# block 1

Figure 1. Cells coloured by class (block 1).
(4 px per um) Fill, decap, tap and diode cells in grey.
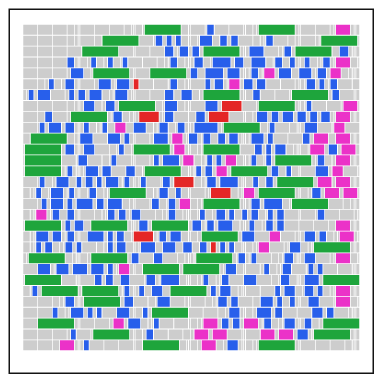

===== src/rtl/game_session_ctrl.sv =====
// game_session_ctrl: game-flow controller for the VGA game.
// Tracks IDLE/RUN/PAUSE/OVER, a lives counter, an elapsed-seconds timer
// and an inactivity timeout that auto-pauses a running game.
// Ports:
//   clk, rst          clock, asynchronous active-high reset
//   act[N_SRC]        activity strobes, any bit high = player input
//   pause_btn         pause button level, rising edge pauses/resumes
//   end_evt           life-lost strobe
//   restart           restart level, returns PAUSE/OVER to IDLE
//   state             IDLE=00 RUN=01 PAUSE=10 OVER=11
//   running           high iff state==RUN
//   lives_left        remaining lives
//   elapsed_s         seconds spent in RUN, saturating
//   over_pulse        one-cycle pulse on entry to OVER
//   timeout_pulse     one-cycle pulse on a timeout-triggered pause
module game_session_ctrl #(
  parameter int unsigned N_SRC          = 3,
  parameter int unsigned TICK_CYCLES    = 100_000_000,
  parameter int unsigned IDLE_TIMEOUT_S = 30,
  parameter int unsigned LIVES          = 3,
  parameter int unsigned SEC_W          = 12,
  localparam int unsigned LW            = $clog2(LIVES + 1)
) (
  input  logic             clk,
  input  logic             rst,
  input  logic [N_SRC-1:0] act,
  input  logic             pause_btn,
  input  logic             end_evt,
  input  logic             restart,
  output logic [1:0]       state,
  output logic             running,
  output logic [LW-1:0]    lives_left,
  output logic [SEC_W-1:0] elapsed_s,
  output logic             over_pulse,
  output logic             timeout_pulse
);

  localparam int unsigned TW = (TICK_CYCLES > 1) ? $clog2(TICK_CYCLES) : 1;
  localparam int unsigned IW = (IDLE_TIMEOUT_S > 0) ? $clog2(IDLE_TIMEOUT_S + 1) : 1;

  typedef enum logic [1:0] {
    S_IDLE  = 2'b00,
    S_RUN   = 2'b01,
    S_PAUSE = 2'b10,
    S_OVER  = 2'b11
  } state_t;

  state_t           state_q, state_nxt;
  logic             pause_q;
  logic [TW-1:0]    tick_q, tick_nxt;
  logic [IW-1:0]    idle_q, idle_nxt;
  logic [LW-1:0]    lives_nxt;
  logic [SEC_W-1:0] elapsed_nxt;
  logic             running_nxt, over_nxt, timeout_nxt;

  logic any_act, pause_edge, sec_tick, timeout_hit, last_life;

  assign any_act    = |act;
  assign pause_edge = pause_btn & ~pause_q;
  // The wrap of the cycle counter marks one game second.
  assign sec_tick   = (state_q == S_RUN) && (tick_q == TW'(TICK_CYCLES - 1));
  // Timeout fires on the second that would bring idle_s up to the limit.
  assign timeout_hit = sec_tick && !any_act &&
                       ((32'(idle_q) + 32'd1) >= IDLE_TIMEOUT_S);
  assign last_life  = (lives_left <= LW'(1));

  assign state = 2'(state_q);

  // State register
  always_ff @(posedge clk or posedge rst) begin
    if (rst) state_q <= S_IDLE;
    else     state_q <= state_nxt;
  end

  // Next-state logic
  always_comb begin
    state_nxt = state_q;
    unique case (state_q)
      S_IDLE:  if (any_act) state_nxt = S_RUN;
      S_RUN: begin
        if (end_evt) begin
          if (last_life) state_nxt = S_OVER;
        end else if (pause_edge || timeout_hit) begin
          state_nxt = S_PAUSE;
        end
      end
      S_PAUSE: begin
        if (restart)                      state_nxt = S_IDLE;
        else if (pause_edge || any_act)   state_nxt = S_RUN;
      end
      S_OVER:  if (restart) state_nxt = S_IDLE;
      default: state_nxt = S_IDLE;
    endcase
  end

  // Datapath / output next values
  always_comb begin
    tick_nxt    = tick_q;
    idle_nxt    = idle_q;
    lives_nxt   = lives_left;
    elapsed_nxt = elapsed_s;
    over_nxt    = 1'b0;
    timeout_nxt = 1'b0;
    running_nxt = (state_nxt == S_RUN);
    unique case (state_q)
      S_IDLE: begin
        if (any_act) begin
          lives_nxt   = LW'(LIVES);
          elapsed_nxt = '0;
          tick_nxt    = '0;
          idle_nxt    = '0;
        end
      end
      S_RUN: begin
        tick_nxt = sec_tick ? '0 : tick_q + TW'(1);
        if (sec_tick && (elapsed_s != '1)) elapsed_nxt = elapsed_s + SEC_W'(1);
        // Activity clears the idle count even on a second boundary.
        if (any_act)
          idle_nxt = '0;
        else if (sec_tick && (32'(idle_q) < IDLE_TIMEOUT_S))
          idle_nxt = idle_q + IW'(1);
        if (end_evt) begin
          if (last_life) begin
            lives_nxt = '0;
            over_nxt  = 1'b1;
          end else begin
            lives_nxt = lives_left - LW'(1);
          end
        end else if (!pause_edge && timeout_hit) begin
          idle_nxt    = '0;
          timeout_nxt = 1'b1;
        end
      end
      S_PAUSE: begin
        if (!restart && (pause_edge || any_act)) idle_nxt = '0;
      end
      default: ;
    endcase
  end

  // Datapath and output registers
  always_ff @(posedge clk or posedge rst) begin
    if (rst) begin
      pause_q       <= 1'b0;
      tick_q        <= '0;
      idle_q        <= '0;
      lives_left    <= '0;
      elapsed_s     <= '0;
      running       <= 1'b0;
      over_pulse    <= 1'b0;
      timeout_pulse <= 1'b0;
    end else begin
      pause_q       <= pause_btn;
      tick_q        <= tick_nxt;
      idle_q        <= idle_nxt;
      lives_left    <= lives_nxt;
      elapsed_s     <= elapsed_nxt;
      running       <= running_nxt;
      over_pulse    <= over_nxt;
      timeout_pulse <= timeout_nxt;
    end
  end

endmodule


===== config.mk =====
export PLATFORM = sky130hd
export DESIGN_NAME = game_session_ctrl
export DESIGN_NICKNAME = d
export VERILOG_FILES = /design/src/rtl/game_session_ctrl.sv
export SDC_FILE = /design/constraint.sdc
export NUM_CORES = 1
export LEC_CHECK = 0
export CELL_PAD_IN_SITES_DETAIL_PLACEMENT = 1
export CELL_PAD_IN_SITES_GLOBAL_PLACEMENT = 1
export CORE_MARGIN = 3
export CORE_UTILIZATION = 41
export CTS_CLUSTER_DIAMETER = 120
export CTS_CLUSTER_SIZE = 40
export DETAILED_ROUTE_END_ITERATION = 16
export HOLD_SLACK_MARGIN = 0.06
export PLACE_DENSITY_LB_ADDON = 0.1
export SYNTH_ARGS = -nofsm -noshare
export SYNTH_HDL_FRONTEND = slang
export SYNTH_SLANG_ARGS = --single-unit

===== constraint.sdc =====
create_clock -name clk -period 2.9 [get_ports clk]
set_clock_uncertainty 0.15 [all_clocks]
set_input_delay 0.58 -clock clk [delete_from_list [all_inputs] [get_ports clk]]
set_output_delay 0.58 -clock clk [all_outputs]
set_load 0.02 [all_outputs]

# block 2

<file path="config.mk">
export PLATFORM = sky130hd
export DESIGN_NAME = majority_vote_sequencer
export DESIGN_NICKNAME = d
export VERILOG_FILES = /design/src/rtl/majority_vote_sequencer.sv
export SDC_FILE = /design/constraint.sdc
export NUM_CORES = 1
export LEC_CHECK = 0
export ABC_CLOCK_PERIOD_IN_PS = 4670
export CORE_UTILIZATION = 50
export DETAILED_ROUTE_END_ITERATION = 10
export GPL_ROUTABILITY_DRIVEN = 0
export PLACE_DENSITY = 0.79
export SYNTH_ARGS = -nofsm -noshare
export SYNTH_HDL_FRONTEND = slang
export SYNTH_SLANG_ARGS = --single-unit
</file>
<file path="constraint.sdc">
create_clock -name i_clk -period 4.67 [get_ports i_clk]
set_input_delay 0.934 -clock i_clk [delete_from_list [all_inputs] [get_ports i_clk]]
set_output_delay 0.934 -clock i_clk [all_outputs]
set_load 0.02 [all_outputs]
</file>
<file path="src/rtl/majority_vote_sequencer.sv">
// Five-voter majority decision sequencer: opens a window on start, collects one vote per
// voter through valid/ready, and closes on early majority, a full vote set, or timeout.
module majority_vote_sequencer #(
  parameter int unsigned TIMEOUT_CYCLES = 64,
  parameter bit          EARLY_DECIDE   = 1'b1
) (
  input  logic       i_clk,
  input  logic       i_rst,
  input  logic       i_start,
  input  logic [4:0] i_vote_valid,
  input  logic [4:0] i_vote_val,
  output logic [4:0] o_vote_ready,
  output logic       o_busy,
  output logic       o_decided,
  output logic       o_result,
  output logic       o_early,
  output logic       o_timed_out,
  output logic [4:0] o_voted_mask,
  output logic [2:0] o_yes_count,
  output logic [2:0] o_no_count
);

  localparam int TW = $clog2(TIMEOUT_CYCLES + 1);

  typedef enum logic [1:0] {
    S_IDLE,
    S_COLLECT,
    S_DONE
  } state_t;

  function automatic logic [2:0] popCount5(input logic [4:0] v);
    logic [2:0] c;
    c = 3'd0;
    for (int i = 0; i < 5; i++) c = c + {2'b00, v[i]};
    return c;
  endfunction

  state_t        r_state;
  logic [4:0]    r_votedMask;
  logic [4:0]    r_voteReady;
  logic [2:0]    r_yesCount;
  logic [2:0]    r_noCount;
  logic [TW-1:0] r_timer;
  logic          r_busy;
  logic          r_decided;
  logic          r_result;
  logic          r_early;
  logic          r_timedOut;

  state_t        w_stateNext;
  logic [4:0]    w_votedMaskNext;
  logic [4:0]    w_voteReadyNext;
  logic [2:0]    w_yesCountNext;
  logic [2:0]    w_noCountNext;
  logic [TW-1:0] w_timerNext;
  logic          w_busyNext;
  logic          w_decidedNext;
  logic          w_resultNext;
  logic          w_earlyNext;
  logic          w_timedOutNext;

  // Ready is only non-zero in COLLECT, so this already excludes duplicate and idle votes.
  logic [4:0]    w_accept;
  logic [4:0]    w_maskPost;
  logic [2:0]    w_yesPost;
  logic [2:0]    w_noPost;
  logic [TW-1:0] w_timerPost;
  logic          w_allVoted;
  logic          w_majority;
  logic          w_timerExpire;

  assign w_accept      = i_vote_valid & r_voteReady;
  assign w_maskPost    = r_votedMask | w_accept;
  assign w_yesPost     = r_yesCount + popCount5(w_accept & i_vote_val);
  assign w_noPost      = r_noCount + popCount5(w_accept & ~i_vote_val);
  assign w_timerPost   = r_timer + TW'(1);
  assign w_allVoted    = &w_maskPost;
  assign w_majority    = EARLY_DECIDE && ((w_yesPost >= 3'd3) || (w_noPost >= 3'd3));
  assign w_timerExpire = (w_timerPost == TW'(TIMEOUT_CYCLES));

  always_comb begin
    w_stateNext     = r_state;
    w_votedMaskNext = r_votedMask;
    w_yesCountNext  = r_yesCount;
    w_noCountNext   = r_noCount;
    w_timerNext     = r_timer;
    w_resultNext    = r_result;
    w_earlyNext     = r_early;
    w_timedOutNext  = r_timedOut;
    w_voteReadyNext = 5'b00000;
    w_busyNext      = 1'b0;
    w_decidedNext   = 1'b0;
    case (r_state)
      S_IDLE: begin
        if (i_start) begin
          w_stateNext     = S_COLLECT;
          w_votedMaskNext = 5'b00000;
          w_yesCountNext  = 3'd0;
          w_noCountNext   = 3'd0;
          w_timerNext     = '0;
          w_resultNext    = 1'b0;
          w_earlyNext     = 1'b0;
          w_timedOutNext  = 1'b0;
          w_busyNext      = 1'b1;
          w_voteReadyNext = 5'b11111;
        end
      end
      S_COLLECT: begin
        w_votedMaskNext = w_maskPost;
        w_yesCountNext  = w_yesPost;
        w_noCountNext   = w_noPost;
        w_timerNext     = w_timerPost;
        // A full vote set outranks early majority, which outranks timeout.
        if (w_allVoted || w_majority || w_timerExpire) begin
          w_stateNext    = S_DONE;
          w_decidedNext  = 1'b1;
          w_resultNext   = (w_yesPost >= 3'd3);
          w_earlyNext    = !w_allVoted && w_majority;
          w_timedOutNext = !w_allVoted && !w_majority && w_timerExpire;
        end else begin
          w_busyNext      = 1'b1;
          w_voteReadyNext = ~w_maskPost;
        end
      end
      S_DONE: begin
        w_stateNext = S_IDLE;
      end
      default: begin
        w_stateNext = S_IDLE;
      end
    endcase
  end

  always_ff @(posedge i_clk) begin
    if (i_rst) begin
      r_state     <= S_IDLE;
      r_votedMask <= 5'b00000;
      r_voteReady <= 5'b00000;
      r_yesCount  <= 3'd0;
      r_noCount   <= 3'd0;
      r_timer     <= '0;
      r_busy      <= 1'b0;
      r_decided   <= 1'b0;
      r_result    <= 1'b0;
      r_early     <= 1'b0;
      r_timedOut  <= 1'b0;
    end else begin
      r_state     <= w_stateNext;
      r_votedMask <= w_votedMaskNext;
      r_voteReady <= w_voteReadyNext;
      r_yesCount  <= w_yesCountNext;
      r_noCount   <= w_noCountNext;
      r_timer     <= w_timerNext;
      r_busy      <= w_busyNext;
      r_decided   <= w_decidedNext;
      r_result    <= w_resultNext;
      r_early     <= w_earlyNext;
      r_timedOut  <= w_timedOutNext;
    end
  end

  assign o_vote_ready = r_voteReady;
  assign o_busy       = r_busy;
  assign o_decided    = r_decided;
  assign o_result     = r_result;
  assign o_early      = r_early;
  assign o_timed_out  = r_timedOut;
  assign o_voted_mask = r_votedMask;
  assign o_yes_count  = r_yesCount;
  assign o_no_count   = r_noCount;

endmodule
</file>
Figure 2. Track usage over the die (block 1).
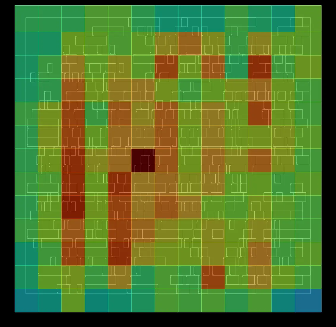
routing usage on met3: 0.0367
met2 Usage GRT: 0.351
final core utilization: 0.509
met1 GRT Util: 0.260

About Figure 1:
legend:
  blue:
    class: all other logic
    cells: 264
    share_of_their_area: 47%
  magenta:
    class: other buffers and delay cells
    cells: 44
    share_of_their_area: 12%
  green:
    class: flip-flops
    cells: 52
    share_of_their_area: 39%
  red:
    class: clock drivers and dummy loads
    cells: 8
    share_of_their_area: 2.7%

==> tab_implementation.tex, block 1 <==
% Implementation results table
\begin{tabular}{lr}
\hline
Metric & Value \\
\hline
\multicolumn{2}{l}{\textbf{Outcome}} \\
Result of the run & finished clean \\
\multicolumn{2}{l}{\textbf{Synth}} \\
Number of flops mapped to enable cells by yosys & 0 \\
Most frequent cells after synthesis & 52 x dfrtp\_1, 37 x nor2\_1, 31 x nand2\_1, 23 x nand3\_1, 18 x nand4\_1 \\
Post-Synthesis Mean Instance Area & 8.95 um2 \\
\multicolumn{2}{l}{\textbf{Layout}} \\
Fraction of area in non-clock buffers & 0.113 \\
Total Nets Final & 379 \\
Final sequential cell count & 52 \\
Clock tree cell share of total cell area & 0.0258 \\
Most area-hungry cell class in the final design & logic gates \\
Area growth from synthesis to layout & 19.0\% \\
Number of filler cells placed in the layout & 825 \\
\multicolumn{2}{l}{\textbf{Route}} \\
Detailed-route vias per instance & 5.84 \\
\multicolumn{2}{l}{\textbf{Timing}} \\
Fmax & approximately 380 MHz \\
\multicolumn{2}{l}{\textbf{Place}} \\
Cell Area, Placed & about 0.0034 mm2 \\
\multicolumn{2}{l}{\textbf{Setup path}} \\
Launching element type of the critical path & flip-flop \\
Critical path endpoint & elapsed\_s[4]\$\_DFFE\_PP0P\_ \\
Type of the worst setup path & flip-flop to flip-flop \\
Number of stages on the worst setup path & 7 \\
\multicolumn{2}{l}{\textbf{Power and ir drop}} \\
VDD IR-drop max & between 0.0002 and 0.0003 V \\
Switching pwr & between 700 and 800 uW \\
\hline
\end{tabular}
[block 1: cell usage in the layout, fill, tap and decap left out, drive strengths merged, types with 7 or more instances in the layout]
master and count:
a21oi 16, and3 7, buf 18, clkbuf 8, clkdlybuf4s50 26, dfrtp 52, nand2 32, nand3 23
nand4 18, nor2 37, nor3 15, o21ai 14, or4 9, xor2 14
[block 1: power groups by stage]
stage	registers, mW	clock network [mW]	logic, mW
4_1_cts	0.883	0.452	0.752
3_3_place_gp	0.895	0	0.735
6_report	0.884	0.436	0.740
3_5_place_dp	0.898	0	0.749
5_1_grt	0.894	0.487	0.820
2_1_floorplan	0.899	0	0.408
Figure 3. Where the registers sit (block 2).
(8 px per um)
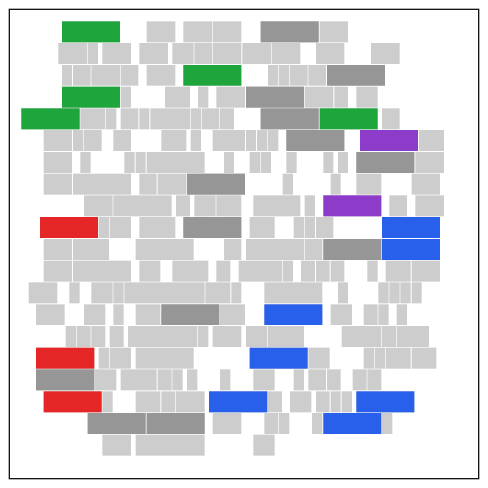
legend:
  red:
    netlist_name: `o_no_count`
    flops: 3
  purple:
    netlist_name: `r_state`
    flops: 2
  blue:
    netlist_name: `r_timer`
    flops: 7
  green:
    netlist_name: `o_voted_mask`
    flops: 5
not coloured: 13

==> tab_implementation.tex, block 2 <==
% Implementation results table
\begin{tabular}{lr}
\hline
Metric & Value \\
\hline
\multicolumn{2}{l}{\textbf{Synth}} \\
Number of flops mapped to enable cells by yosys & 0 \\
Number of nets in the synthesized netlist & 196 \\
Post-synthesis sequential area ratio & 0.376 \\
\multicolumn{2}{l}{\textbf{Setup path}} \\
Number of stages on the worst setup path & 11 \\
Critical Path Sink Type & flip-flop \\
Delay contributed by the slowest stage of the critical path & roughly 0.54 ns \\
\multicolumn{2}{l}{\textbf{Floorplan}} \\
TAP cells & between 40 and 50 \\
\multicolumn{2}{l}{\textbf{Outcome}} \\
Result of the run & finished clean \\
\multicolumn{2}{l}{\textbf{Clock network}} \\
Total setup buffers inserted after CTS & 0 \\
Cell chosen for the clock root & clkbuf\_4 \\
\multicolumn{2}{l}{\textbf{Power and ir drop}} \\
Internal cell power & 423 uW \\
\multicolumn{2}{l}{\textbf{Layout}} \\
Layout multi-input combinational cell count & 133 \\
\multicolumn{2}{l}{\textbf{Route}} \\
Detailed-route vias per instance & 5.36 \\
Detailed-route via count & about 1300 \\
\multicolumn{2}{l}{\textbf{Global route}} \\
Most used routing layer in global routing & met2 \\
\hline
\end{tabular}
-- block 2: power by group through the flow --
stage                     clock network [mW]  logic (mW)  registers [mW]
after detailed placement                   0       0.181           0.298
final                                  0.170       0.180           0.293
after global routing                   0.181       0.199           0.295
after global placement                     0       0.176           0.298
after floorplan                            0       0.104           0.311
after CTS                              0.172       0.182           0.292
-- block 2: state kept, by name (all words and copies together) (netlist names) --
name,count
r_timer,7
o_vote_ready,5
o_voted_mask,5
o_no_count,3
o_yes_count,3
r_state,2
o_busy,1
o_decided,1
o_early,1
o_result,1
o_timed_out,1


==> screenshots <==
Clock network drawn from the DEF.
panel A
(10 px per um)
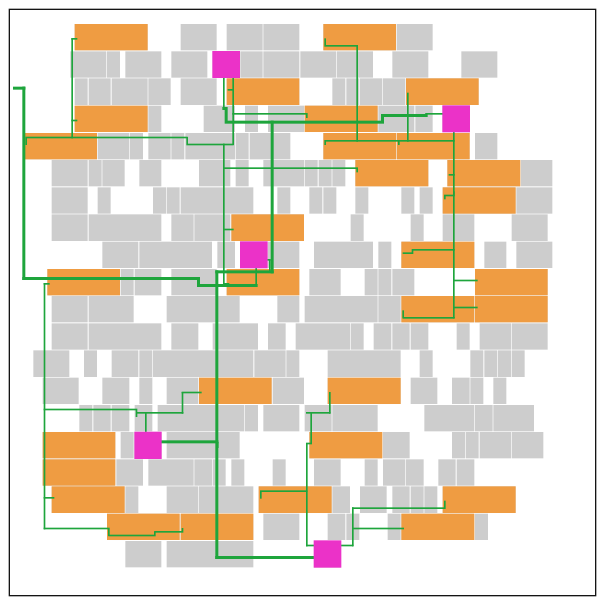
panel B
(6 px per um)
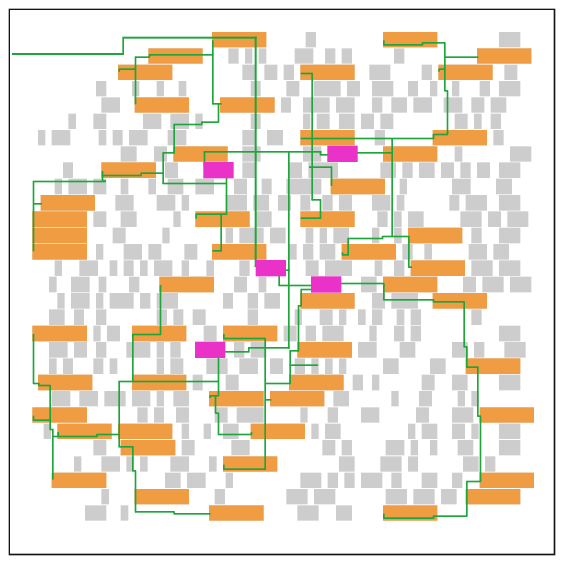
- most sequential cells: panel B
- largest die: panel B
Panel B is block 1.
Panel A is block 2.

Key to panel A:
legend:
  orange:
    item: flip-flops
    count: 30
  green:
    item: clock wires
    length: 403 um
  magenta:
    item: cells driving clock nets
    count: 5
routed clock nets: 6
flops lie: spread over the die

Power and IR drop assume default switching activity.
